=== instruction_prefetcher ===
instruction_prefetcher, metal 3:
Bar = 50 um.
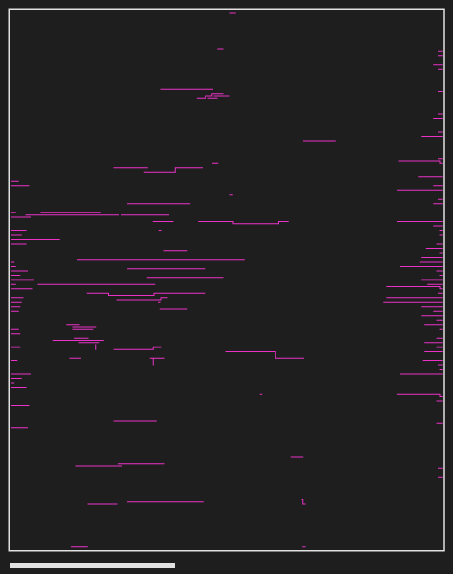

==> config.mk <==
export PLATFORM = sky130hd
export DESIGN_NAME = instruction_prefetcher
export DESIGN_NICKNAME = d
export VERILOG_FILES = /design/src/rtl/isa_types.sv /design/src/rtl/fetch_fifo.sv /design/src/rtl/instruction_prefetcher.sv
export SDC_FILE = /design/constraint.sdc
export NUM_CORES = 1
export LEC_CHECK = 0
export CORE_ASPECT_RATIO = 1.25
export CORE_MARGIN = 1
export CORE_UTILIZATION = 40
export CTS_CLUSTER_DIAMETER = 30
export DETAILED_ROUTE_END_ITERATION = 10
export GPL_ROUTABILITY_DRIVEN = 0
export PLACE_DENSITY = 0.75
export SYNTH_ARGS = -nofsm -noshare
export SYNTH_HDL_FRONTEND = slang
export SYNTH_SLANG_ARGS = --single-unit
==> constraint.sdc <==
create_clock -name clock -period 9.75 [get_ports clock]
set_input_delay 0.975 -clock clock [delete_from_list [all_inputs] [get_ports clock]]
set_output_delay 0.975 -clock clock [all_outputs]
set_load 0.05 [all_outputs]
==> src/rtl/isa_types.sv <==
// Shared ISA-level types for the hart: memory port control, opcodes and the
// prefetch entry carried from fetch to decode.
package isa_types;

  localparam int XLEN = 32;
  localparam int ILEN = 32;

  typedef enum logic [6:0] {
    OPCODE_LOAD   = 7'b0000011,
    OPCODE_OP_IMM = 7'b0010011,
    OPCODE_STORE  = 7'b0100011,
    OPCODE_OP     = 7'b0110011,
    OPCODE_BRANCH = 7'b1100011,
    OPCODE_JAL    = 7'b1101111
  } opcode_t;

  typedef struct packed {
    logic [XLEN-1:0] addr;
    logic [XLEN-1:0] wdata;
    logic [1:0]      wwidth;
    logic            wenable;
  } mem_control_t;

  typedef struct packed {
    logic [ILEN-1:0] bits;
    logic [XLEN-1:0] pc;
    logic            is_load;
  } fetch_entry_t;

  typedef enum logic {
    IDLE,
    READ
  } fetch_state_t;

  function automatic logic is_load_opcode(input logic [ILEN-1:0] word);
    return word[6:0] == OPCODE_LOAD;
  endfunction

endpackage

==> src/rtl/fetch_fifo.sv <==
// Small synchronous FIFO of fetched instruction entries with a one-cycle flush.
// The head entry is read straight from storage, so consumers see registered data.
module fetch_fifo #(
  parameter int  DEPTH = 2,
  parameter type fetch_entry_t = logic [31:0]
) (
  input  logic                     clock,
  input  logic                     reset,
  input  logic                     flush,
  input  logic                     push,
  input  fetch_entry_t             push_data,
  input  logic                     pop,
  output fetch_entry_t             head,
  output logic                     full,
  output logic                     empty,
  output logic [$clog2(DEPTH):0]   count
);

  localparam int PW   = $clog2(DEPTH);
  localparam int CNTW = PW + 1;

  fetch_entry_t   storage [DEPTH];
  logic [PW-1:0]  wr_ptr;
  logic [PW-1:0]  rd_ptr;
  logic           do_pop;

  assign empty  = (count == '0);
  assign full   = (count == CNTW'(DEPTH));
  assign do_pop = pop && !empty;
  assign head   = storage[rd_ptr];

  always_ff @(posedge clock) begin
    if (reset || flush) begin
      wr_ptr <= '0;
      rd_ptr <= '0;
      count  <= '0;
    end else begin
      if (push) wr_ptr <= wr_ptr + PW'(1);
      if (do_pop) rd_ptr <= rd_ptr + PW'(1);
      count <= count + CNTW'(push) - CNTW'(do_pop);
    end
  end

  // Storage needs no reset: pointers alone decide what is visible.
  always_ff @(posedge clock) begin
    if (push) storage[wr_ptr] <= push_data;
  end

endmodule

==> src/rtl/instruction_prefetcher.sv <==
// Fetch front end: streams sequential instruction words from the shared memory
// port into a FIFO for decode; a redirect flushes and restarts at the target.
module instruction_prefetcher
  import isa_types::*;
#(
  parameter int              DEPTH        = 2,
  parameter int              READ_LATENCY = 2,
  parameter logic [XLEN-1:0] RESET_VECTOR = 32'h0
) (
  input  logic             clock,
  input  logic             reset,
  input  logic             mem_grant,
  input  logic [XLEN-1:0]  mem_rdata,
  output mem_control_t     mem_ctrl,
  input  logic             redirect,
  input  logic [XLEN-1:0]  redirect_pc,
  input  logic             instr_ready,
  output logic             instr_valid,
  output logic [ILEN-1:0]  instr_bits,
  output logic [XLEN-1:0]  instr_pc,
  output logic             instr_is_load,
  output fetch_state_t     fetch_state
);

  // Handshake: an entry moves to decode on a cycle where instr_valid and
  // instr_ready are both high and no redirect is present; valid never waits on ready.

  localparam int CW   = $clog2(READ_LATENCY + 1);
  localparam int CNTW = $clog2(DEPTH) + 1;

  fetch_state_t    state_q, state_d;
  logic [XLEN-1:0] fetch_pc;
  logic [XLEN-1:0] read_addr;
  logic [CW-1:0]   remaining;
  logic            start_read;
  logic            capture;

  fetch_entry_t    push_entry;
  fetch_entry_t    head;
  logic            fifo_full;
  logic            fifo_empty;
  logic [CNTW-1:0] fifo_count;

  always_comb begin
    state_d    = state_q;
    start_read = 1'b0;
    capture    = 1'b0;
    case (state_q)
      IDLE: begin
        if (mem_grant && (fifo_count < CNTW'(DEPTH)) && !redirect) begin
          state_d    = READ;
          start_read = 1'b1;
        end
      end
      READ: begin
        if (redirect || !mem_grant) begin
          state_d = IDLE;
        end else if (remaining == '0) begin
          capture = 1'b1;
          state_d = IDLE;
        end
      end
      default: state_d = IDLE;
    endcase
  end

  // The issue cycle already presents the address, so it counts as the first
  // latency cycle and the counter starts one short.
  always_ff @(posedge clock) begin
    if (reset) begin
      state_q   <= IDLE;
      fetch_pc  <= RESET_VECTOR;
      read_addr <= RESET_VECTOR;
      remaining <= '0;
    end else begin
      state_q <= state_d;
      if (redirect) begin
        fetch_pc <= redirect_pc & ~XLEN'(3);
      end else if (capture) begin
        fetch_pc <= fetch_pc + XLEN'(4);
      end
      if (start_read) begin
        read_addr <= fetch_pc;
        remaining <= CW'(READ_LATENCY - 1);
      end else if (state_q == READ && remaining != '0) begin
        remaining <= remaining - CW'(1);
      end
    end
  end

  always_comb begin
    mem_ctrl         = '0;
    mem_ctrl.addr    = (state_q == READ) ? read_addr : fetch_pc;
    mem_ctrl.wenable = 1'b0;
  end

  always_comb begin
    push_entry         = '0;
    push_entry.bits    = mem_rdata[ILEN-1:0];
    push_entry.pc      = read_addr;
    push_entry.is_load = is_load_opcode(mem_rdata[ILEN-1:0]);
  end

  fetch_fifo #(
    .DEPTH         (DEPTH),
    .fetch_entry_t (fetch_entry_t)
  ) u_fifo (
    .clock     (clock),
    .reset     (reset),
    .flush     (redirect),
    .push      (capture && !fifo_full),
    .push_data (push_entry),
    .pop       (instr_valid && instr_ready && !redirect),
    .head      (head),
    .full      (fifo_full),
    .empty     (fifo_empty),
    .count     (fifo_count)
  );

  assign instr_valid   = !fifo_empty;
  assign instr_bits    = head.bits;
  assign instr_pc      = head.pc;
  assign instr_is_load = head.is_load;
  assign fetch_state   = state_q;

endmodule

=== ropuf_ctrl ===
$ cat src/rtl/ropuf_pkg.sv
// Shared definitions for the ring-oscillator PUF sequencer: FSM encoding,
// mux geometry and the pair-select helper.
package ropuf_pkg;

  localparam int N_RO        = 16;
  localparam int SEL_W       = 4;
  localparam int PAIR_OFFSET = 8;

  localparam logic [2:0] ST_IDLE    = 3'd0;
  localparam logic [2:0] ST_SETTLE  = 3'd1;
  localparam logic [2:0] ST_COUNT   = 3'd2;
  localparam logic [2:0] ST_COMPARE = 3'd3;
  localparam logic [2:0] ST_DONE    = 3'd4;

  typedef enum logic [2:0] {
    IDLE    = ST_IDLE,
    SETTLE  = ST_SETTLE,
    COUNT   = ST_COUNT,
    COMPARE = ST_COMPARE,
    DONE    = ST_DONE
  } state_t;

  // Oscillator index for pair idx; the sum wraps modulo N_RO by truncation.
  function automatic logic [SEL_W-1:0] pair_sel(input logic [SEL_W-1:0] base,
                                                input int unsigned idx,
                                                input int unsigned off);
    return base + SEL_W'(idx) + SEL_W'(off);
  endfunction

endpackage

$ cat src/rtl/ro_edge_counter.sv
// Counts synchronized rising edges of one asynchronous oscillator output,
// saturating at all-ones.
module ro_edge_counter #(
  parameter int CNT_W = 16
) (
  input  logic             clk,
  input  logic             rst,
  input  logic             clr,
  input  logic             en,
  input  logic             ro,
  output logic [CNT_W-1:0] cnt
);

  // sync[0..1] form the two-flop synchronizer, sync[2] remembers the last synced level
  logic [2:0] sync;
  logic       rise;

  // Synchronizer and edge-history shift register.
  always_ff @(posedge clk) begin
    if (rst) begin
      sync <= 3'b000;
    end else begin
      sync <= {sync[1:0], ro};
    end
  end

  assign rise = sync[1] & ~sync[2];

  // Saturating edge counter, cleared while the pair is settling.
  always_ff @(posedge clk) begin
    if (rst || clr) begin
      cnt <= '0;
    end else if (en && rise && (cnt != {CNT_W{1'b1}})) begin
      cnt <= cnt + CNT_W'(1);
    end else begin
      cnt <= cnt;
    end
  end

endmodule

$ cat src/rtl/ropuf_ctrl.sv
// Ring-oscillator PUF sequencer: steps through RESP_BITS oscillator pairs,
// races each pair over a fixed window and packs the comparison bits.
module ropuf_ctrl
  import ropuf_pkg::*;
#(
  parameter int RESP_BITS = 8,
  parameter int CNT_W     = 16,
  parameter int WINDOW    = 1024,
  parameter int SETTLE_CYC = 8,
  localparam int TIE_W    = $clog2(RESP_BITS) + 1
) (
  input  logic                 clk,
  input  logic                 rst,
  input  logic                 start,
  input  logic [SEL_W-1:0]     seed,
  input  logic                 ro_a,
  input  logic                 ro_b,
  output logic [SEL_W-1:0]     sel_a,
  output logic [SEL_W-1:0]     sel_b,
  output logic                 ro_en,
  output logic                 busy,
  output logic                 done,
  output logic [RESP_BITS-1:0] response,
  output logic [TIE_W-1:0]     tie_cnt
);

  localparam int KW   = (RESP_BITS > 1) ? $clog2(RESP_BITS) : 1;
  localparam int MAXC = (WINDOW > SETTLE_CYC) ? WINDOW : SETTLE_CYC;
  localparam int TW   = $clog2(MAXC + 1);

  state_t           state;
  logic [SEL_W-1:0] seed_q;
  logic [KW-1:0]    k;
  logic [TW-1:0]    timer;
  logic [CNT_W-1:0] cnt_a;
  logic [CNT_W-1:0] cnt_b;
  logic             cnt_clr;
  logic             cnt_en;

  assign cnt_clr = (state == SETTLE);
  assign cnt_en  = (state == COUNT);

  ro_edge_counter #(.CNT_W(CNT_W)) u_cnt_a (
    .clk(clk), .rst(rst), .clr(cnt_clr), .en(cnt_en), .ro(ro_a), .cnt(cnt_a)
  );

  ro_edge_counter #(.CNT_W(CNT_W)) u_cnt_b (
    .clk(clk), .rst(rst), .clr(cnt_clr), .en(cnt_en), .ro(ro_b), .cnt(cnt_b)
  );

  // Sequencer FSM; every output is a register updated here.
  always_ff @(posedge clk) begin
    if (rst) begin
      state    <= IDLE;
      seed_q   <= '0;
      k        <= '0;
      timer    <= '0;
      sel_a    <= '0;
      sel_b    <= '0;
      ro_en    <= 1'b0;
      busy     <= 1'b0;
      done     <= 1'b0;
      response <= '0;
      tie_cnt  <= '0;
    end else begin
      case (state)
        IDLE: begin
          if (start) begin
            seed_q   <= seed;
            k        <= '0;
            timer    <= '0;
            sel_a    <= pair_sel(seed, 0, 0);
            sel_b    <= pair_sel(seed, 0, PAIR_OFFSET);
            ro_en    <= 1'b1;
            busy     <= 1'b1;
            response <= '0;
            tie_cnt  <= '0;
            state    <= SETTLE;
          end else begin
            state <= IDLE;
          end
        end
        SETTLE: begin
          if (timer == TW'(SETTLE_CYC - 1)) begin
            timer <= '0;
            state <= COUNT;
          end else begin
            timer <= timer + TW'(1);
          end
        end
        COUNT: begin
          if (timer == TW'(WINDOW - 1)) begin
            timer <= '0;
            state <= COMPARE;
          end else begin
            timer <= timer + TW'(1);
          end
        end
        COMPARE: begin
          response[k] <= (cnt_a > cnt_b);
          if (cnt_a == cnt_b) begin
            tie_cnt <= tie_cnt + TIE_W'(1);
          end else begin
            tie_cnt <= tie_cnt;
          end
          if (k == KW'(RESP_BITS - 1)) begin
            ro_en <= 1'b0;
            busy  <= 1'b0;
            done  <= 1'b1;
            state <= DONE;
          end else begin
            // Selects only move here, so the muxes see one clean change per pair.
            k     <= k + KW'(1);
            sel_a <= pair_sel(seed_q, 32'(k) + 32'd1, 0);
            sel_b <= pair_sel(seed_q, 32'(k) + 32'd1, PAIR_OFFSET);
            state <= SETTLE;
          end
        end
        DONE: begin
          done  <= 1'b0;
          state <= IDLE;
        end
        default: begin
          state <= IDLE;
        end
      endcase
    end
  end

endmodule

$ cat config.mk
export PLATFORM = sky130hd
export DESIGN_NAME = ropuf_ctrl
export DESIGN_NICKNAME = d
export VERILOG_FILES = /design/src/rtl/ropuf_pkg.sv /design/src/rtl/ro_edge_counter.sv /design/src/rtl/ropuf_ctrl.sv
export SDC_FILE = /design/constraint.sdc
export NUM_CORES = 1
export LEC_CHECK = 0
export CAP_MARGIN = 5
export CORE_MARGIN = 1
export CORE_UTILIZATION = 40
export CTS_CLUSTER_SIZE = 16
export DETAILED_ROUTE_END_ITERATION = 10
export PLACE_DENSITY = 0.55
export SLEW_MARGIN = 40
export SYNTH_ARGS = -nofsm -noshare
export SYNTH_HDL_FRONTEND = slang
export SYNTH_SLANG_ARGS = --single-unit
$ cat constraint.sdc
create_clock -name clk -period 4.59 [get_ports clk]
set_input_delay 0.918 -clock clk [delete_from_list [all_inputs] [get_ports clk]]
set_output_delay 0.918 -clock clk [all_outputs]
set_load 0.03 [all_outputs]
=== dmac_ch0_datapath ===
--- config.mk ---
export PLATFORM = sky130hd
export DESIGN_NAME = dmac_ch0_datapath
export DESIGN_NICKNAME = d
export VERILOG_FILES = /design/src/rtl/dmac_ch0_datapath.sv
export SDC_FILE = /design/constraint.sdc
export NUM_CORES = 1
export LEC_CHECK = 0
export CAP_MARGIN = 10
export CELL_PAD_IN_SITES_DETAIL_PLACEMENT = 1
export CELL_PAD_IN_SITES_GLOBAL_PLACEMENT = 1
export CORE_MARGIN = 2
export CORE_UTILIZATION = 35
export DETAILED_ROUTE_END_ITERATION = 8
export GPL_TIMING_DRIVEN = 0
export HOLD_SLACK_MARGIN = 0.03
export PLACE_DENSITY = 0.58
export SYNTH_ARGS = -nofsm -noshare
export SYNTH_HDL_FRONTEND = slang
export SYNTH_SLANG_ARGS = --single-unit
export TNS_END_PERCENT = 20
--- constraint.sdc ---
create_clock -name m_HCLK -period 3.6 [get_ports m_HCLK]
set_input_delay 0.72 -clock m_HCLK [delete_from_list [all_inputs] [get_ports m_HCLK]]
set_output_delay 0.72 -clock m_HCLK [all_outputs]
set_load 0.01 [all_outputs]
--- src/rtl/dmac_ch0_datapath.sv ---
// Purpose: DMAC channel-0 register file, working address/size/burst counters, 16-entry data buffer, interrupt status.
// Latency: every register/counter effect shows one cycle after the asserting edge; cfg_rdata and m_HWDATA are combinational.
// Backpressure: none -- the master FSM owns sequencing and this block acts on its flags every cycle.
module dmac_ch0_datapath #(
    parameter int DATA_W    = 32,
    parameter int TS_W      = 12,
    parameter int BUF_DEPTH = 16,
    parameter int IDX_W     = 4
) (
    input  logic              m_HCLK,
    input  logic              m_HRESETn,
    input  logic              cfg_we,
    input  logic [2:0]        cfg_sel,
    input  logic [DATA_W-1:0] cfg_wdata,
    output logic [DATA_W-1:0] cfg_rdata,
    input  logic              load_DMAC_C0_Addr,
    input  logic              src_addr_inc,
    input  logic              dest_addr_inc,
    input  logic              TransferSize_dec_flag,
    input  logic              src_burst_zero_flag,
    input  logic              dest_burst_zero_flag,
    input  logic              buffer_zero_flag,
    input  logic              buffer_idx_inc,
    input  logic              load_fir_src_img,
    input  logic              CHANNEL_dis_flag,
    input  logic              set_DMACINTR_status,
    input  logic [DATA_W-1:0] m_HRDATA,
    output logic [DATA_W-1:0] m_HWDATA,
    output logic [DATA_W-1:0] DMAC_C0_SrcAddr_Master,
    output logic [DATA_W-1:0] DMAC_C0_DestAddr_Master,
    output logic [TS_W-1:0]   TS,
    output logic [2:0]        BS,
    output logic              CHANNEL_enable,
    output logic              DMAC_Configuration,
    output logic [4:0]        src_burst_cnt,
    output logic [4:0]        dest_burst_cnt,
    output logic [IDX_W-1:0]  dmac_buffer_idx,
    output logic              DMACINTR_mask,
    output logic              DMACINTR_pend,
    output logic              DMACINTR
);

    localparam logic [2:0] SEL_SRC    = 3'd0;
    localparam logic [2:0] SEL_DEST   = 3'd1;
    localparam logic [2:0] SEL_CTRL   = 3'd2;
    localparam logic [2:0] SEL_CHEN   = 3'd3;
    localparam logic [2:0] SEL_CONFIG = 3'd4;
    localparam logic [2:0] SEL_MASK   = 3'd5;
    localparam logic [2:0] SEL_INTCLR = 3'd6;
    localparam logic [2:0] SEL_STATUS = 3'd7;

    localparam logic [4:0] BURST_MAX = 5'd16;

    logic [DATA_W-1:0] src_prog;
    logic [DATA_W-1:0] dest_prog;
    logic [DATA_W-1:0] data_buf [BUF_DEPTH];

    // Address/size registers are frozen while the channel runs.
    logic prog_open;
    logic wr_src, wr_dest, wr_ctrl, wr_chen, wr_config, wr_mask, wr_intclr;

    assign prog_open = ~CHANNEL_enable;
    assign wr_src    = cfg_we && (cfg_sel == SEL_SRC)  && prog_open;
    assign wr_dest   = cfg_we && (cfg_sel == SEL_DEST) && prog_open;
    assign wr_ctrl   = cfg_we && (cfg_sel == SEL_CTRL) && prog_open;
    assign wr_chen   = cfg_we && (cfg_sel == SEL_CHEN);
    assign wr_config = cfg_we && (cfg_sel == SEL_CONFIG);
    assign wr_mask   = cfg_we && (cfg_sel == SEL_MASK);
    assign wr_intclr = cfg_we && (cfg_sel == SEL_INTCLR) && cfg_wdata[0];

    // Programmed configuration registers written by the CPU.
    always_ff @(posedge m_HCLK or negedge m_HRESETn) begin
        if (!m_HRESETn) begin
            src_prog           <= '0;
            dest_prog          <= '0;
            BS                 <= '0;
            DMAC_Configuration <= 1'b0;
            DMACINTR_mask      <= 1'b0;
        end else begin
            if (wr_src)    src_prog           <= cfg_wdata;
            if (wr_dest)   dest_prog          <= cfg_wdata;
            if (wr_ctrl)   BS                 <= cfg_wdata[14:12];
            if (wr_config) DMAC_Configuration <= cfg_wdata[0];
            if (wr_mask)   DMACINTR_mask      <= cfg_wdata[0];
        end
    end

    // Channel enable: the FSM's disable beats a simultaneous CPU enable.
    always_ff @(posedge m_HCLK or negedge m_HRESETn) begin
        if (!m_HRESETn)            CHANNEL_enable <= 1'b0;
        else if (CHANNEL_dis_flag) CHANNEL_enable <= 1'b0;
        else if (wr_chen)          CHANNEL_enable <= cfg_wdata[0];
    end

    // Interrupt status: a new event beats a simultaneous clear so it is never lost.
    always_ff @(posedge m_HCLK or negedge m_HRESETn) begin
        if (!m_HRESETn)               DMACINTR_pend <= 1'b0;
        else if (set_DMACINTR_status) DMACINTR_pend <= 1'b1;
        else if (wr_intclr)           DMACINTR_pend <= 1'b0;
    end

    assign DMACINTR = DMACINTR_pend & ~DMACINTR_mask;

    // Working addresses: load beats increment; increments wrap at 2^32.
    always_ff @(posedge m_HCLK or negedge m_HRESETn) begin
        if (!m_HRESETn) begin
            DMAC_C0_SrcAddr_Master  <= '0;
            DMAC_C0_DestAddr_Master <= '0;
        end else if (load_DMAC_C0_Addr) begin
            DMAC_C0_SrcAddr_Master  <= src_prog;
            DMAC_C0_DestAddr_Master <= dest_prog;
        end else begin
            if (src_addr_inc)  DMAC_C0_SrcAddr_Master  <= DMAC_C0_SrcAddr_Master + DATA_W'(4);
            if (dest_addr_inc) DMAC_C0_DestAddr_Master <= DMAC_C0_DestAddr_Master + DATA_W'(4);
        end
    end

    // Remaining size: CTRL write loads it, the FSM counts it down by a word, floor at 0.
    always_ff @(posedge m_HCLK or negedge m_HRESETn) begin
        if (!m_HRESETn)                 TS <= '0;
        else if (wr_ctrl)               TS <= cfg_wdata[TS_W-1:0];
        else if (TransferSize_dec_flag) TS <= (TS < TS_W'(4)) ? '0 : TS - TS_W'(4);
    end

    // Burst beat counters: zero flag beats increment, count saturates at 16 beats.
    always_ff @(posedge m_HCLK or negedge m_HRESETn) begin
        if (!m_HRESETn) begin
            src_burst_cnt  <= '0;
            dest_burst_cnt <= '0;
        end else begin
            if (src_burst_zero_flag)                         src_burst_cnt  <= '0;
            else if (src_addr_inc && src_burst_cnt != BURST_MAX)   src_burst_cnt  <= src_burst_cnt + 5'd1;
            if (dest_burst_zero_flag)                        dest_burst_cnt <= '0;
            else if (dest_addr_inc && dest_burst_cnt != BURST_MAX) dest_burst_cnt <= dest_burst_cnt + 5'd1;
        end
    end

    // Buffer index: zero beats increment; natural wrap 15 -> 0.
    always_ff @(posedge m_HCLK or negedge m_HRESETn) begin
        if (!m_HRESETn)            dmac_buffer_idx <= '0;
        else if (buffer_zero_flag) dmac_buffer_idx <= '0;
        else if (buffer_idx_inc)   dmac_buffer_idx <= dmac_buffer_idx + IDX_W'(1);
    end

    // Buffer storage: captured read data lands at the index current on this edge.
    always_ff @(posedge m_HCLK or negedge m_HRESETn) begin
        if (!m_HRESETn) begin
            for (int i = 0; i < BUF_DEPTH; i++) data_buf[i] <= '0;
        end else if (load_fir_src_img) begin
            data_buf[dmac_buffer_idx] <= m_HRDATA;
        end
    end

    assign m_HWDATA = data_buf[dmac_buffer_idx];

    // CPU readback: programmed addresses, live TS, status snapshot.
    always_comb begin
        cfg_rdata = '0;
        case (cfg_sel)
            SEL_SRC:    cfg_rdata = src_prog;
            SEL_DEST:   cfg_rdata = dest_prog;
            SEL_CTRL:   cfg_rdata = {{(DATA_W-TS_W-3){1'b0}}, BS, TS};
            SEL_CHEN:   cfg_rdata = {{(DATA_W-1){1'b0}}, CHANNEL_enable};
            SEL_CONFIG: cfg_rdata = {{(DATA_W-1){1'b0}}, DMAC_Configuration};
            SEL_MASK:   cfg_rdata = {{(DATA_W-1){1'b0}}, DMACINTR_mask};
            SEL_INTCLR: cfg_rdata = '0;
            SEL_STATUS: cfg_rdata = {{(DATA_W-3){1'b0}}, CHANNEL_enable, DMACINTR, DMACINTR_pend};
            default:    cfg_rdata = '0;
        endcase
    end

endmodule

=== nibble_serial_adder ===
`config.mk`:
```
export PLATFORM = sky130hd
export DESIGN_NAME = nibble_serial_adder
export DESIGN_NICKNAME = d
export VERILOG_FILES = /design/src/rtl/nibble_serial_adder.sv
export SDC_FILE = /design/constraint.sdc
export NUM_CORES = 1
export LEC_CHECK = 0
export CORE_UTILIZATION = 46
export CTS_BUF_LIST = sky130_fd_sc_hd__clkbuf_4 sky130_fd_sc_hd__clkbuf_8 sky130_fd_sc_hd__clkbuf_16
export DETAILED_ROUTE_END_ITERATION = 7
export PLACE_DENSITY_LB_ADDON = 0.15
export SYNTH_ARGS = -nofsm -noshare
export SYNTH_HDL_FRONTEND = slang
export SYNTH_SLANG_ARGS = --single-unit
export TNS_END_PERCENT = 10
```
`constraint.sdc`:
```
create_clock -name clk -period 3 [get_ports clk]
set_input_delay 0.3 -clock clk [delete_from_list [all_inputs] [get_ports clk]]
set_output_delay 0.3 -clock clk [all_outputs]
set_load 0.02 [all_outputs]
```
`src/rtl/nibble_serial_adder.sv`:
```
// Add/subtract engine that processes one 4-bit nibble per clock through a ripple-carry cell.
// Request/response handshakes on both sides; sum, carry and signed overflow are held until consumed.
module nibble_serial_adder #(
  parameter int WIDTH = 32
) (
  input  logic             clk,
  input  logic             rstn,
  input  logic             in_valid,
  output logic             in_ready,
  input  logic [WIDTH-1:0] a,
  input  logic [WIDTH-1:0] b,
  input  logic             sub,
  output logic             out_valid,
  input  logic             out_ready,
  output logic [WIDTH-1:0] sum,
  output logic             carry_out,
  output logic             overflow,
  output logic             zero
);

  localparam int NIBBLES = WIDTH / 4;
  localparam int CNT_W   = (NIBBLES > 1) ? $clog2(NIBBLES) : 1;

  typedef enum logic [1:0] {
    IDLE = 2'd0,
    BUSY = 2'd1,
    DONE = 2'd2
  } state_t;

  state_t           state;
  state_t           state_nxt;
  logic [CNT_W-1:0] cnt;
  logic [WIDTH-1:0] op_a_p0;
  logic [WIDTH-1:0] op_b_p0;
  logic             carry_p0;
  logic [WIDTH-1:0] sum_p1;
  logic             carry_out_p1;
  logic             overflow_p1;
  logic             accept;
  logic             last_nib;
  logic [3:0]       nib_a;
  logic [3:0]       nib_b;
  logic [3:0]       nib_s;
  logic             nib_c3;
  logic             nib_c4;

  // Returns {carry_out, carry_into_bit3, sum[3:0]}; the bit-3 carry feeds signed overflow.
  function automatic logic [5:0] nibble_add(input logic [3:0] x, input logic [3:0] y,
                                            input logic ci);
    logic [3:0] s;
    logic       c;
    logic       c3;
    s  = 4'd0;
    c  = ci;
    c3 = 1'b0;
    for (int i = 0; i < 4; i++) begin
      if (i == 3) c3 = c;
      s[i] = x[i] ^ y[i] ^ c;
      c    = (x[i] & y[i]) | (c & (x[i] ^ y[i]));
    end
    return {c, c3, s};
  endfunction

  assign accept   = in_valid && in_ready;
  assign last_nib = (cnt == CNT_W'(NIBBLES - 1));
  assign nib_a    = op_a_p0[{cnt, 2'b00} +: 4];
  assign nib_b    = op_b_p0[{cnt, 2'b00} +: 4];
  assign {nib_c4, nib_c3, nib_s} = nibble_add(nib_a, nib_b, carry_p0);

  always_ff @(posedge clk or negedge rstn) begin
    if (!rstn) state <= IDLE;
    else       state <= state_nxt;
  end

  always_comb begin
    state_nxt = state;
    in_ready  = 1'b0;
    out_valid = 1'b0;
    case (state)
      IDLE: begin
        in_ready = 1'b1;
        if (in_valid) state_nxt = BUSY;
      end
      BUSY: begin
        if (last_nib) state_nxt = DONE;
      end
      DONE: begin
        out_valid = 1'b1;
        if (out_ready) state_nxt = IDLE;
      end
      default: state_nxt = IDLE;
    endcase
  end

  // Stage p0: operand capture; subtraction folds into inverted b plus carry-in of 1
  always_ff @(posedge clk) begin
    if (accept) begin
      op_a_p0 <= a;
      op_b_p0 <= b ^ {WIDTH{sub}};
    end
  end

  // Stage p1: one nibble per BUSY cycle; flags latch only on the final nibble
  always_ff @(posedge clk or negedge rstn) begin
    if (!rstn) begin
      cnt          <= '0;
      carry_p0     <= 1'b0;
      sum_p1       <= '0;
      carry_out_p1 <= 1'b0;
      overflow_p1  <= 1'b0;
    end else if (accept) begin
      cnt      <= '0;
      carry_p0 <= sub;
    end else if (state == BUSY) begin
      sum_p1[{cnt, 2'b00} +: 4] <= nib_s;
      carry_p0                  <= nib_c4;
      if (last_nib) begin
        cnt          <= '0;
        carry_out_p1 <= nib_c4;
        overflow_p1  <= nib_c3 ^ nib_c4;
      end else begin
        cnt <= cnt + CNT_W'(1);
      end
    end
  end

  assign sum       = sum_p1;
  assign carry_out = carry_out_p1;
  assign overflow  = overflow_p1;
  assign zero      = (sum_p1 == '0);

endmodule

```
dmac_ch0_datapath, wire density map:
Bar = 100 um. The die is cut into 30 by 30 equal tiles; dark blue is low, red is high, scaled to the fullest tile. Values are wire area over tile area, all layers added.
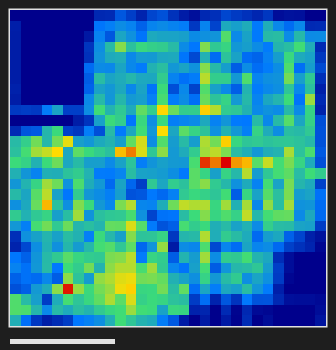
mean over tiles = 0.17
fullest tile = 0.50
tiles over half the peak = 17%
emptiest ninth of the die = top left
nearly empty tiles = 11%

dmac_ch0_datapath, metal 3:
Bar = 100 um.
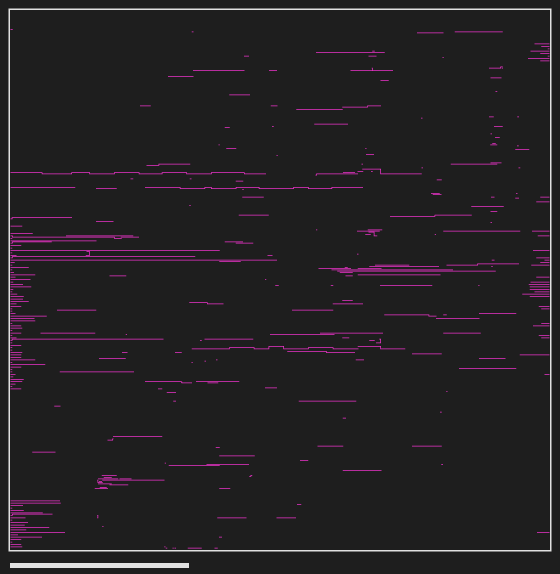
longest straight run = 149 um
nets with wire on the layer = 198
share of all routed wire = 4.0%
wire length on this layer = 3880 um
main direction = horizontal
routed wire length: 96.5 mm
fraction of met3 tracks used by global routing: 3.76%
vias: 20300

==> results.sh, dmac_ch0_datapath <==
# flow metrics
export IMPL_outcome="finished with violations"
export IMPL_violations="negative setup slack"
export IMPL_synth_cells_yosys=2162
export IMPL_fmax_ghz=0.277
export IMPL_clockRootBuffer="clkbuf_16"
export IMPL_final_layout_top_logic_cell="dfrtp_1"
export IMPL_reg2reg_from="dmac_buffer_idx[0]$_DFFE_PN0P_"
export IMPL_synthDominantAreaCellType="dfrtp_1"
export IMPL_synth_warning_count=0
export IMPL_total_power_mw=21.2
export IMPL_critical_path_launch_point_type="flip-flop"
export IMPL_finalSetupViolCount=1
export IMPL_cts_hold_buffers=0
export IMPL_placed_area_mm2=0.0351
export IMPL_slew_violations=0
export IMPL_final_critical_path_setup_slack_ps=-13.1
export IMPL_period_used_pct=100
export IMPL_synth_cell_types=52
export IMPL_detail_route_wirelength_met1_mm=42.3
export IMPL_gr_usage_met2_pct=36.3
export IMPL_common_cells="673 x dfrtp_1, 577 x mux2_2, 160 x mux4_2, 114 x clkbuf_1, 82 x nor2_1"
export IMPL_internal_power_mw=15.4
export IMPL_rsz0062_at_grt="true"
export IMPL_row_count=109
-- dmac_ch0_datapath: cell type report --
class | count | area, um^2 | share of cell area (%)
Antenna cell | 1 | 2.50 | 0.00649
Buffer | 162 | 1040 | 2.69
Clock buffer | 109 | 2190 | 5.67
Clock inverter | 27 | 330 | 0.856
Inverter | 21 | 78.8 | 0.204
Multi-Input combinational cell | 1303 | 13600 | 35.2
Sequential cell | 673 | 16800 | 43.7
Tap cell | 1165 | 1460 | 3.78
Timing Repair Buffer | 288 | 3060 | 7.93
-- dmac_ch0_datapath: worst max-delay path: stages (launching register included) --
cell	delay, ps
dfrtp_2	460
clkbuf_16	200
buf_12	120
buf_12	120
buf_8	110
mux4_2	510
mux4_2	560
buf_6	160
-- dmac_ch0_datapath: repair_timing --
item | 4_1_cts | 5_1_grt
endpoints found under the setup margin | 424 | 68
pin swaps | 1 | 0
gates cloned | 4 | 0
hold endpoints to repair | 0 | 0
setup buffers | 32 | 13
resized | 291 | 39
instruction_prefetcher, wire density map:
Bar = 50 um. The die is cut into 26 by 33 equal tiles; dark blue is low, red is high, scaled to the fullest tile. Values are wire area over tile area, all layers added.
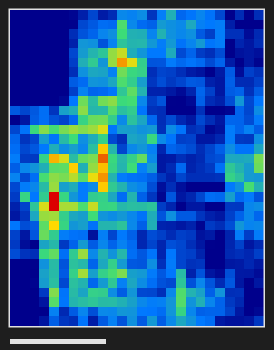
emptiest ninth of the die = top left
nearly empty tiles = 15%
mean over tiles = 0.13
vias: 5448
total routing resource utilization after global routing: 16.9%
routed wire length: 18.4 mm

## Picture notes: 'metal 3' of instruction_prefetcher
longest straight run = 50.6 um
nets with wire on the layer = 109

==> results.sh, instruction_prefetcher <==
# flow metrics
export IMPL_outcome="complete, no violations"
export IMPL_tool_warnings=28
export IMPL_fin_util_pct=52.5
export IMPL_crit_path_max_incr_delay_ps=730
export IMPL_synth_compound_gate_area_share_pct=5.35
export IMPL_cts_repair_timing_setup_buffer_count=0
export IMPL_die_height_um=164
export IMPL_critPathCaptureType="output pin"
export IMPL_dp_hpwl_mm=11.8
export IMPL_finalSetupTns_ps=0
export IMPL_count_of_filler_cells_inserted_in_the_layout=1772
export IMPL_relSlewSlack_pct=33.1
export IMPL_maxCapViolCount=0
export IMPL_whs_ps=451
export IMPL_grt_ovfl_total=0
export IMPL_dp_cells=1069
export IMPL_post_cts_resized=0
export IMPL_fp_dieW_um=131
export IMPL_layout_top_registers="u_fifo.storage: 126 flops, fetch_pc: 30 flops, read_addr: 30 flops"
export IMPL_synthDominantAreaCellType="edfxtp_1"
export IMPL_reg2reg_from="fetch_state$_SDFF_PP0_"
export IMPL_largest_voltage_drop_on_the_vdd_net_uv=119
export IMPL_slew_violations=0
export IMPL_synth_area_top_cells="edfxtp_1 45%, dfxtp_1 16%, mux2_2 12%, nand2_1 3.7%, buf_4 3.5%"
export IMPL_synth_adder_area_share_pct=0.597
export IMPL_final_layout_top_logic_cell="clkdlybuf4s50_1"
export IMPL_die_area_mm2=0.0215
export IMPL_worst_path_max_delay_cell="clkdlybuf4s50_1"
-- instruction_prefetcher: final timing paths --
kind	end	depth (start not counted)
setup / recovery	instr_pc[2]	3
hold / removal	read_addr[18]$_SDFFE_PP0P_	2
setup reg to reg	u_fifo.storage[0][44]$_DFFE_PP_	4
hold reg to reg	read_addr[18]$_SDFFE_PP0P_	2
-- instruction_prefetcher: power by group --
group,switching (mW),internal (mW),leakage [nW]
sequential,0.0200,0.885,1.80
combinational,0.114,0.0631,1.67
clock,0.328,0.366,0.292
-- instruction_prefetcher: worst max-delay path: cells and delay by family, from the launching register on --
family	cells	cell delay [ps]
multiplexers	1	420
flip-flops	1	320
buffers and inverters	2	1400
-- instruction_prefetcher: final cells by class --
cell class	count	area, um^2	area share, %
Clock buffer	17	425	3.99
Clock inverter	15	161	1.51
Tap cell	270	338	3.16
Multi-Input combinational cell	427	2900	27.2
Sequential cell	194	5150	48.2
Timing Repair Buffer	169	1670	15.6
Inverter	9	33.8	0.316
-- instruction_prefetcher: routing by layer --
metal	track usage, %	share of wire [%]	vias up
met3	3.30	5.0	17
met5	0	0	-
met1	20.3	41	2621
met4	6.29	1.5	0
met2	30.0	53	172
li1	-	-	2638
ropuf_ctrl, wire density map:
Bar = 20 um. The die is cut into 21 by 21 equal tiles; dark blue is low, red is high, scaled to the fullest tile. Values are wire area over tile area, all layers added.
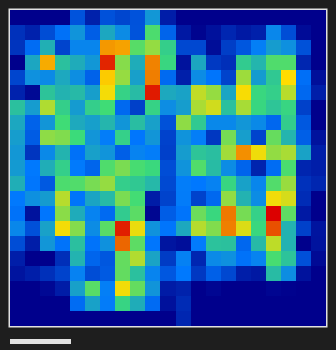
tiles over half the peak = 19%
nearly empty tiles = 17%
fullest tile = 0.46
mean over tiles = 0.13

ropuf_ctrl, cell classes on the final placement:
Fill, decap, tap and diode cells in gray.
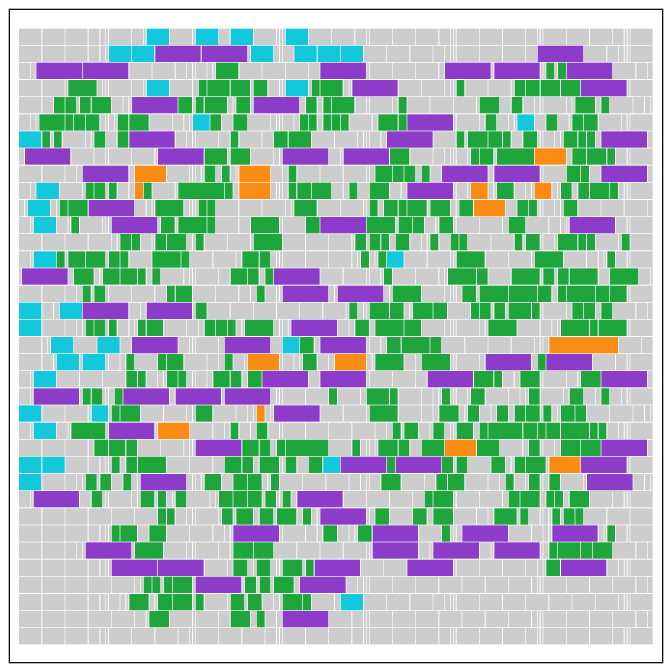
purple -> flops  # cells 78
green -> combinational and other logic  # cells 389
orange -> clock drivers and dummy loads  # cells 15
cyan -> other buffers and delay cells  # cells 37

==> results.sh, ropuf_ctrl <==
# flow metrics
export IMPL_power_density_mw_per_mm2=355
export IMPL_cellLeakagePower_nw=1.63
export IMPL_critical_path_class="flip-flop to output pin"
export IMPL_antenna_violations_before_repair=0
export IMPL_grt_ovfl_total=0
export IMPL_cp_num_buf_inv=1
export IMPL_total_power_mw=1.69
export IMPL_switching_share_pct=33.2
export IMPL_grt_max_degree=31
export IMPL_whs_ps=454
export IMPL_tool_warnings=26
export IMPL_wl_per_cell_um=14.0
export IMPL_postSynth_asyncResetShare_pct=0
export IMPL_outcome="complete, no violations"
export IMPL_drc_errors=0
export IMPL_worst_path_max_delay_cell="clkdlybuf4s50_1"
==> ropuf_ctrl: layer usage <==
layer	GRT usage, %	part of all wire [%]	wire, um
met4	5.07	1.2	108
met3	5.22	3.8	343
met5	0	0	0
met1	22.8	48	4420
met2	29.8	47	4260
==> ropuf_ctrl: flip-flops by register name (all words and copies together) (netlist names) <==
signal        count
busy              1
done              1
k                 3
response          8
seed_q            4
sel_a             4
sel_b             1
state             3
tie_cnt           4
timer            11
u_cnt_a.cnt      16
u_cnt_a.sync      3
u_cnt_b.cnt      16
u_cnt_b.sync      3
==> ropuf_ctrl: cell families (layout without fill, tap and decap cells) <==
kind of cell    count (synthesis)  in the layout  share of synthesized area [%]
simple gates                  228            228                           28.8
flops                          78             78                           37.9
compound gates                 75             75                           12.4
buf+inv                        44             74                           4.64
xor+xnor                       35             35                           7.44
fa+ha+maj                      26             26                           8.07
mux                             3              3                          0.759
==> ropuf_ctrl: area by class of cell <==
cell class	count	area, um^2	area share, %
multi-input combinational	367	2390	50.3
timing repair buffer	37	355	7.49
clock inverter	3	45.0	0.949
clock buffer	12	145	3.06
tap	133	166	3.51
inverter	22	82.6	1.74
sequential	78	1560	32.9
nibble_serial_adder, metal 3:
Bar = 20 um.
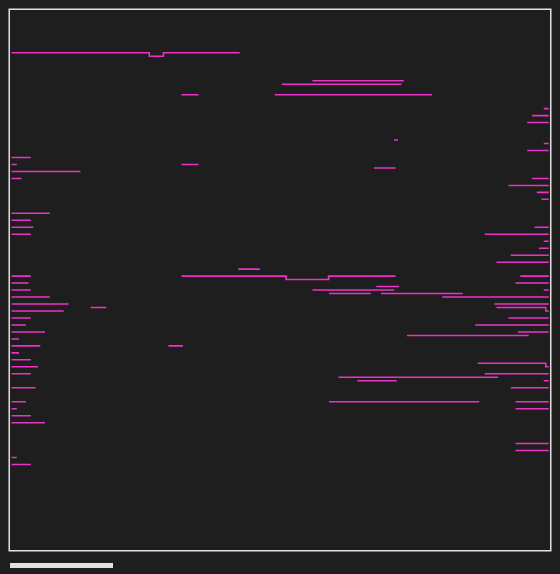
share of all routed wire = 6.5%
main direction = horizontal
wire length on this layer = 639 um

==> results.sh, nibble_serial_adder <==
# flow metrics
export IMPL_row_count=37
export IMPL_path_delay_family="adder cells"
export IMPL_final_layout_top_logic_cell="clkdlybuf4s50_1"
export IMPL_violations="negative setup slack"
export IMPL_post_place_ws_ps=-188
export IMPL_path_common_cell="inv_2"
export IMPL_largest_voltage_drop_on_the_vdd_net_uv=411
export IMPL_clock_transition_at_the_registers_of_the_reported_paths_ps=90
export IMPL_dp_hpwl_mm=7.40
export IMPL_hold_violations=0
export IMPL_cts_repair_timing_setup_buffer_count=0
export IMPL_synthMostInstantiatedCell="edfxtp_1"
export IMPL_postSynthNetCount=394
export IMPL_hold_path_class="input pin to asynchronous set/reset pin"
export IMPL_antenna_violating_nets_post_route=0
export IMPL_outcome="finished with violations"
export IMPL_cp_startpoint="cnt[0]$_DFFE_PN0P_"
export IMPL_cellLeakagePower_nw=2.59
export IMPL_area_delta_synth_final_pct=30.8
export IMPL_grt_first_pass_wirelength_mm=15.8
export IMPL_finalSetupViolCount=6
export IMPL_final_critical_path_setup_slack_ps=-47.0
export IMPL_cts_hold_buffers=0
export IMPL_gr_usage_all_layers_pct=19.1
export IMPL_worst_slew_pin_transition_ps=894
export IMPL_maxCapViolCount=0
export IMPL_clockRootBuffer="clkbuf_8"
export IMPL_p_switching_mw=2.48
export IMPL_fmax_ghz=0.328
nibble_serial_adder: layer usage:
layer	share of wire, %	global-route usage (%)	routed length (um)
met1	48	28.4	4740
met2	44	27.9	4390
met3	6.5	3.40	638
met5	0	0	0
met4	1.2	6.94	117
nibble_serial_adder: cells by family (layout without fill, tap and decap cells):
group	Yosys count	in the layout	synth area share, %
multiplexers	57	57	15.4
adder cells (fa/ha/maj)	11	11	3.42
AND-OR/OR-AND	21	21	2.93
XOR/XNOR	33	33	5.89
flip-flops	104	104	59.6
buffers and inverters	26	154	3.01
AND/OR/NAND/NOR	62	62	9.72
nibble_serial_adder: through the flow:
stage | power (mW) | TNS, ps | instance area, um^2
finish | 6.46 | -254 | 6410
global route | 6.83 | -1420 | 6410
CTS | 6.50 | -408 | 6400
detailed placement | 5.48 | -1010 | 6180
global placement | 5.44 | -670 | 6180
floorplan | 4.31 | -1510 | 4910
nibble_serial_adder: repair_timing:
item / in CTS / in global routing
pin swaps: 2 / 2
endpoints found under the setup margin: 7 / 7
resized: 8 / 2
nibble_serial_adder: flip-flops by register name, summed over array words and instances, names as in the netlist:
register,flops
op_a_p0,32
op_b_p0,32
sum,32
cnt,3
state,2
carry_out,1
carry_p0,1
overflow,1

==> notes/layouts.md <==
Pictures saved along the way, in no particular order.

Met1 routing.
image #1
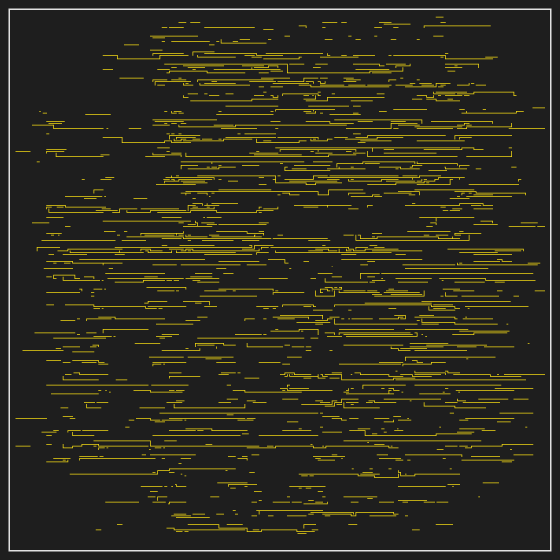
image #2
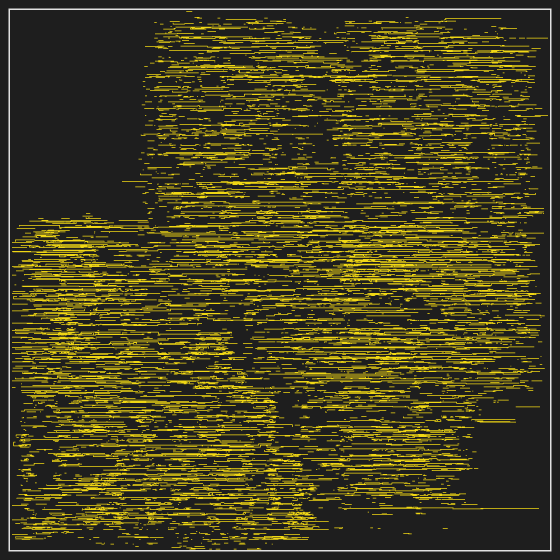
image #3
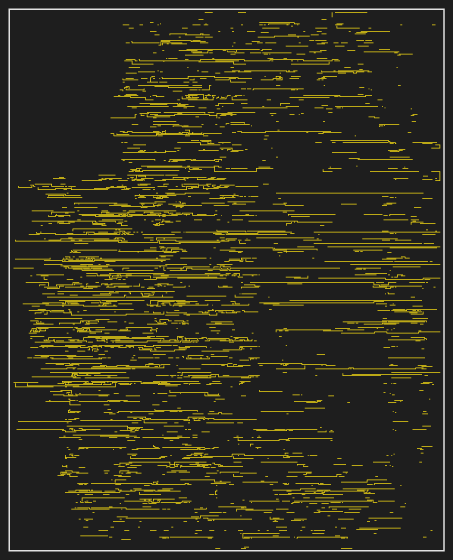
image #4
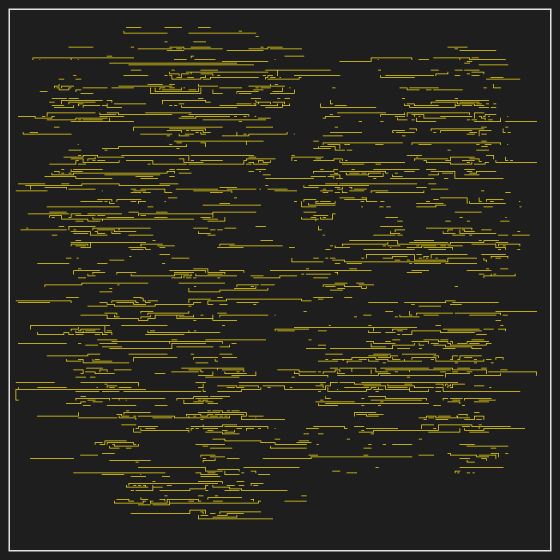
- instruction_prefetcher = image #3
- nibble_serial_adder = image #1
- dmac_ch0_datapath = image #2
- ropuf_ctrl = image #4

Key to image #2:
nets with wire on the layer = 2459
main direction = horizontal
share of all routed wire = 44%
longest straight run = 90.6 um
wire length on this layer = 42.3 mm


=== sseg_scan_bcd ===
sseg_scan_bcd, metal 3:
Bar = 20 um.
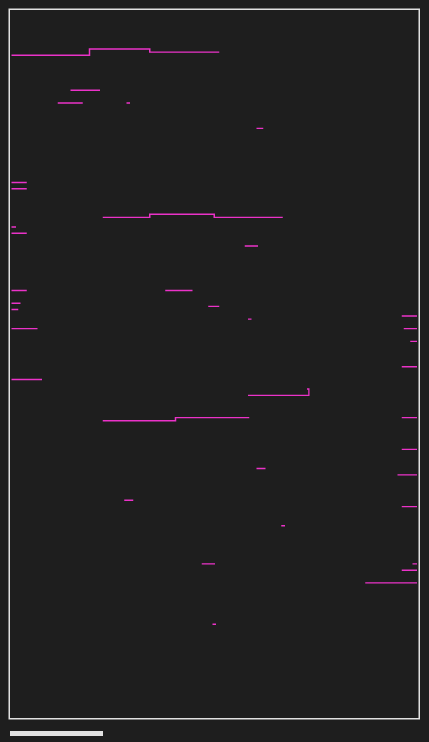
sseg_scan_bcd, cell classes on the final placement:
Fill, decap, tap and diode cells in gray.
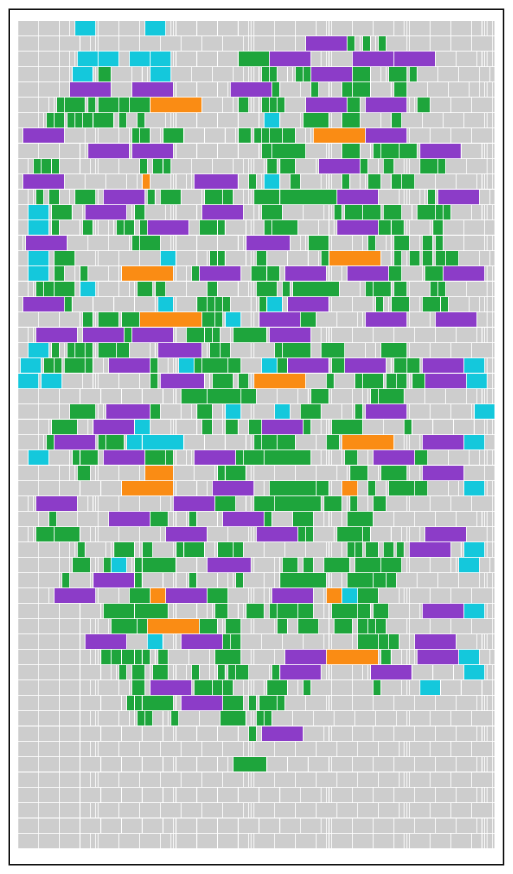
**src/rtl/sseg_scan_bcd_pkg.sv**
```systemverilog
// sseg_pkg: segment codes, digit decode and overflow-threshold helper for sseg_scan_bcd.
package sseg_pkg;

    typedef enum logic {IDLE, SHIFT} conv_state_t;

    localparam logic [0:6] SEG_0     = 7'b0000001;
    localparam logic [0:6] SEG_1     = 7'b1001111;
    localparam logic [0:6] SEG_2     = 7'b0010010;
    localparam logic [0:6] SEG_3     = 7'b0000110;
    localparam logic [0:6] SEG_4     = 7'b1001100;
    localparam logic [0:6] SEG_5     = 7'b0100100;
    localparam logic [0:6] SEG_6     = 7'b0100000;
    localparam logic [0:6] SEG_7     = 7'b0001111;
    localparam logic [0:6] SEG_8     = 7'b0000000;
    localparam logic [0:6] SEG_9     = 7'b0000100;
    localparam logic [0:6] SEG_DASH  = 7'b1111110;
    localparam logic [0:6] SEG_BLANK = 7'b1111111;

    function automatic logic [0:6] seg_decode(input logic [3:0] d);
        case (d)
            4'd0:    return SEG_0;
            4'd1:    return SEG_1;
            4'd2:    return SEG_2;
            4'd3:    return SEG_3;
            4'd4:    return SEG_4;
            4'd5:    return SEG_5;
            4'd6:    return SEG_6;
            4'd7:    return SEG_7;
            4'd8:    return SEG_8;
            4'd9:    return SEG_9;
            default: return SEG_BLANK;
        endcase
    endfunction

    function automatic logic [31:0] pow10(input int n);
        logic [31:0] p;
        p = 32'd1;
        for (int i = 0; i < n; i++) p = p * 32'd10;
        return p;
    endfunction

endpackage

```
**src/rtl/sseg_scan_bcd_bin2bcd.sv**
```systemverilog
// bin2bcd_seq: sequential double-dabble converter, one shift per cycle, with overflow flag.
module bin2bcd_seq
    import sseg_pkg::*;
#(
    parameter int BIN_W = 14,
    parameter int NDIG  = 4
) (
    input  logic                 clk,
    input  logic                 rst,
    input  logic                 start,
    input  logic [BIN_W-1:0]     bin,
    output logic                 busy,
    output logic                 done,
    output logic [4*NDIG-1:0]    bcd,
    output logic                 ovf
);
    localparam int W  = 4 * NDIG + BIN_W;
    localparam int CW = $clog2(BIN_W + 1);
    localparam logic [31:0] LIMIT = pow10(NDIG);

    conv_state_t   state_q, state_d;
    logic [CW-1:0] cnt_q, cnt_d;
    logic [W-1:0]  sh_q, sh_d, adj, step;
    logic          ovf_q, ovf_d;

    always_comb begin
        adj = sh_q;
        for (int i = 0; i < NDIG; i++)
            if (adj[BIN_W+4*i +: 4] >= 4'd5) adj[BIN_W+4*i +: 4] = adj[BIN_W+4*i +: 4] + 4'd3;
        step    = adj << 1;
        state_d = state_q;
        cnt_d   = cnt_q;
        sh_d    = sh_q;
        ovf_d   = ovf_q;
        if (state_q == IDLE && start) begin
            state_d = SHIFT;
            cnt_d   = '0;
            sh_d    = W'(bin);
            ovf_d   = 32'(bin) >= LIMIT;
        end else if (state_q == SHIFT) begin
            sh_d    = step;
            cnt_d   = cnt_q + CW'(1);
            state_d = cnt_q == CW'(BIN_W - 1) ? IDLE : SHIFT;
        end
    end

    always_ff @(posedge clk) begin
        if (rst) begin
            state_q <= IDLE;
            cnt_q   <= '0;
            sh_q    <= '0;
            ovf_q   <= 1'b0;
        end else begin
            state_q <= state_d;
            cnt_q   <= cnt_d;
            sh_q    <= sh_d;
            ovf_q   <= ovf_d;
        end
    end

    // bcd is the result of the step in flight, so it is final while done is high
    assign busy = state_q == SHIFT;
    assign done = busy && cnt_q == CW'(BIN_W - 1);
    assign bcd  = step[W-1 -: 4*NDIG];
    assign ovf  = ovf_q;

endmodule

```
**src/rtl/sseg_scan_bcd.sv**
```systemverilog
// sseg_scan_bcd: multiplexed seven-segment driver with binary-to-BCD conversion and blanking.
module sseg_scan_bcd
    import sseg_pkg::*;
#(
    parameter int NDIG     = 4,
    parameter int BIN_W    = 14,
    parameter int DIV      = 50000,
    parameter int BLANK_LZ = 1
) (
    input  logic             clk,
    input  logic             rst,
    input  logic [BIN_W-1:0] value,
    input  logic             load,
    output logic             busy,
    output logic [0:6]       sseg,
    output logic [NDIG-1:0]  an
);
    localparam int DW = $clog2(DIV);
    localparam int IW = NDIG > 1 ? $clog2(NDIG) : 1;

    logic              done, ovf, lz, tc;
    logic [4*NDIG-1:0] bcd, disp_q, disp_d;
    logic              dovf_q, dovf_d;
    logic [DW-1:0]     div_q, div_d;
    logic [IW-1:0]     idx_q, idx_d;
    logic [0:6]        sseg_q, sseg_d;
    logic [NDIG-1:0]   an_q, an_d, blank;
    logic [3:0]        cur;

    bin2bcd_seq #(.BIN_W(BIN_W), .NDIG(NDIG)) u_conv (
        .clk   (clk),
        .rst   (rst),
        .start (load),
        .bin   (value),
        .busy  (busy),
        .done  (done),
        .bcd   (bcd),
        .ovf   (ovf)
    );

    // segments decode from the next display value so new digits appear the cycle busy drops
    always_comb begin
        disp_d = done ? bcd : disp_q;
        dovf_d = done ? ovf : dovf_q;
        tc     = div_q == DW'(DIV - 1);
        div_d  = tc ? '0 : div_q + DW'(1);
        idx_d  = !tc ? idx_q : idx_q == IW'(NDIG - 1) ? '0 : idx_q + IW'(1);
        lz     = 1'b1;
        blank  = '0;
        for (int i = NDIG - 1; i >= 0; i--) begin
            lz       = lz && disp_d[4*i +: 4] == 4'd0;
            blank[i] = lz && i != 0;
        end
        cur    = disp_d[4*idx_q +: 4];
        sseg_d = dovf_d ? SEG_DASH : (BLANK_LZ != 0 && blank[idx_q]) ? SEG_BLANK : seg_decode(cur);
        an_d   = ~(NDIG'(1) << idx_q);
    end

    always_ff @(posedge clk) begin
        if (rst) begin
            disp_q <= '0;
            dovf_q <= 1'b0;
            div_q  <= '0;
            idx_q  <= '0;
            sseg_q <= SEG_BLANK;
            an_q   <= '1;
        end else begin
            disp_q <= disp_d;
            dovf_q <= dovf_d;
            div_q  <= div_d;
            idx_q  <= idx_d;
            sseg_q <= sseg_d;
            an_q   <= an_d;
        end
    end

    assign sseg = sseg_q;
    assign an   = an_q;

endmodule

```
**config.mk**
```make
export PLATFORM = sky130hd
export DESIGN_NAME = sseg_scan_bcd
export DESIGN_NICKNAME = d
export VERILOG_FILES = /design/src/rtl/sseg_scan_bcd_pkg.sv /design/src/rtl/sseg_scan_bcd_bin2bcd.sv /design/src/rtl/sseg_scan_bcd.sv
export SDC_FILE = /design/constraint.sdc
export NUM_CORES = 1
export LEC_CHECK = 0
export ABC_CLOCK_PERIOD_IN_PS = 2850
export CAP_MARGIN = 10
export CELL_PAD_IN_SITES_DETAIL_PLACEMENT = 0
export CELL_PAD_IN_SITES_GLOBAL_PLACEMENT = 2
export CORE_ASPECT_RATIO = 1.75
export CORE_UTILIZATION = 33
export DETAILED_ROUTE_END_ITERATION = 10
export PLACE_DENSITY = 0.82
export SYNTH_ARGS = -nofsm -noshare
export SYNTH_HDL_FRONTEND = slang
export SYNTH_HIERARCHICAL = 1
export SYNTH_SLANG_ARGS = --single-unit
export TNS_END_PERCENT = 100
```
**constraint.sdc**
```tcl
create_clock -name clk -period 2.85 [get_ports clk]
set_input_delay 0.4275 -clock clk [delete_from_list [all_inputs] [get_ports clk]]
set_output_delay 0.4275 -clock clk [all_outputs]
set_load 0.03 [all_outputs]
```
==> results.sh <==
# flow metrics
export IMPL_outcome="complete, no violations"
export IMPL_post_synthesis_instance_area_mm2=0.00421
export IMPL_yosys_stat_seqShare_pct=39.0
export IMPL_hold_depth=1
export IMPL_path_delay_family="multiplexers"
export IMPL_clock_power_share_pct=43.8
export IMPL_clockRootBuffer="clkbuf_16"
export IMPL_grt_max_degree=61
export IMPL_relSlewSlack_pct=59.5
export IMPL_prevailing_post_synth_register_cell="dfxtp_1"
export IMPL_synth_cell_types=48
export IMPL_largest_voltage_drop_on_the_vdd_net_uv=294
export IMPL_fmax_ghz=0.367
export IMPL_clock_net_power_mw=1.15
export IMPL_drc_errors=0
export IMPL_synthDominantCellAreaShare_pct=39.0
export IMPL_synth_edff_count=0
export IMPL_die_height_um=151
export IMPL_total_power_mw=2.61
export IMPL_starting_density_of_the_core_pct=33.9
export IMPL_synth_yosys_chip_area_mm2=0.00421
export IMPL_setup_worst_path_end="sseg[3]$_SDFF_PP1_"
export IMPL_cts_htree_levels=3
## Picture notes: 'metal 3' of sseg_scan_bcd
nets with wire on the layer = 27
share of all routed wire = 2.5%
wire length on this layer = 225 um
longest straight run = 16.6 um
fraction of met3 tracks used by global routing: 3.09%
vias: 3198
routed wire length: 8.87 mm

## Picture notes: 'cell classes on the final placement' of sseg_scan_bcd
orange -> clock drivers and dummy loads  # cells 15
cyan -> other buffers and delay cells  # cells 45
purple -> flops  # cells 82
green -> combinational and other logic  # cells 353

sequential cells by signal, indices dropped and copies added, names as in the netlist:
signal	cells
u_conv/sh_q	30
disp_q	16
div_q	16
sseg	7
an	4
u_conv/cnt_q	4
idx_q	2
dovf_q	1
u_conv/busy	1
u_conv/ovf	1
metrics by stage:
| stage | TNS (ps) | utilization [%] | hold WS (ps) | instance area [um^2] |
|---|---|---|---|---|
| final | 0 | 39.9 | 459 | 4960 |
| after detailed placement | 0 | 36.4 | 447 | 4520 |
| after global routing | -118 | 39.9 | 486 | 4960 |
| after global placement | 0 | 36.4 | 435 | 4520 |
| after CTS | 0 | 38.8 | 462 | 4820 |
| after floorplan | 0 | - | 414 | 4210 |
layer usage:
metal	up-vias	wire length, um
li1	1647	-
met1	1493	3660
met2	40	4730
met3	18	224
met4	0	246
met5	-	0
timing repair:
action,4_1_cts,5_1_grt
pin swaps,0,6
gates resized,1,20
hold endpoints to repair,0,0
setup endpoints to repair,2,7
setup buffers,0,7
area by class of cell:
class                   instances  share of cell area [%]
clock buffers                  11                    4.89
clock inverters                 4                    1.06
inverters                      19                    1.44
multi-input cells             334                    46.7
flip-flops and latches         82                    33.2
well taps                     168                    4.23
repair buffers                 45                    8.47


==> layout pictures side by side <==
Cell classes on the final placement.
Fill, decap, tap and diode cells in gray.
Plate I
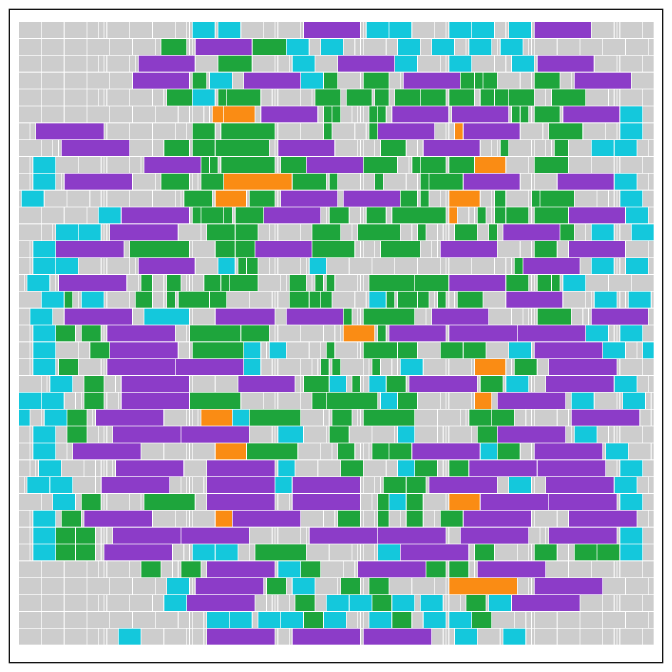
Plate II
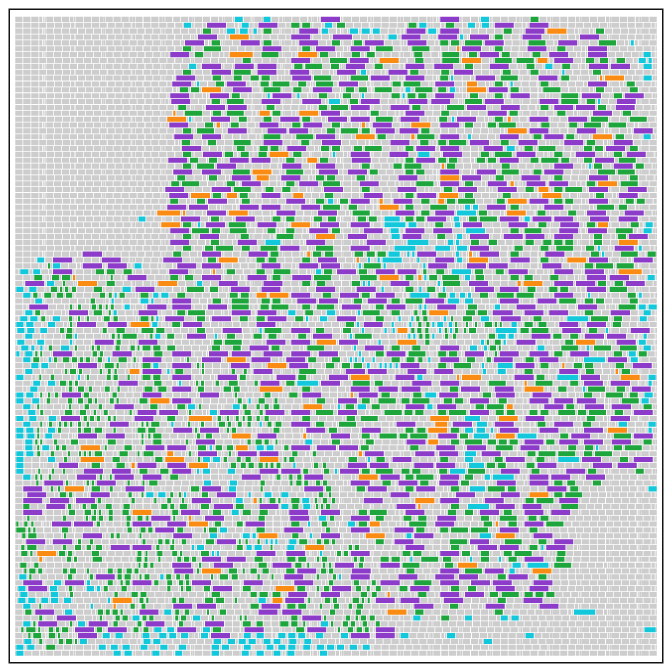
Plate III
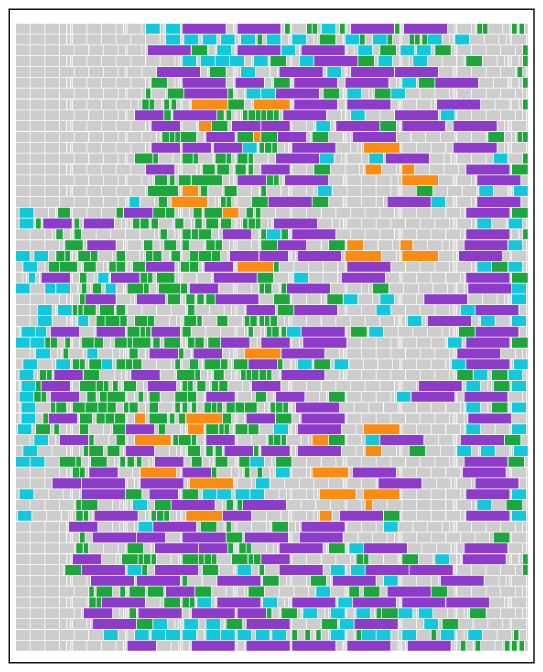
- Plate III = instruction_prefetcher
- Plate II = dmac_ch0_datapath
- Plate I = nibble_serial_adder
Of these, fewest sequential cells: Plate I
Of these, highest utilization: Plate I

Key to Plate I:
orange -> clock drivers and dummy loads  # cells 16
purple -> flops  # cells 104
cyan -> other buffers and delay cells  # cells 123
green -> combinational and other logic  # cells 199

Power and IR drop assume default switching activity.
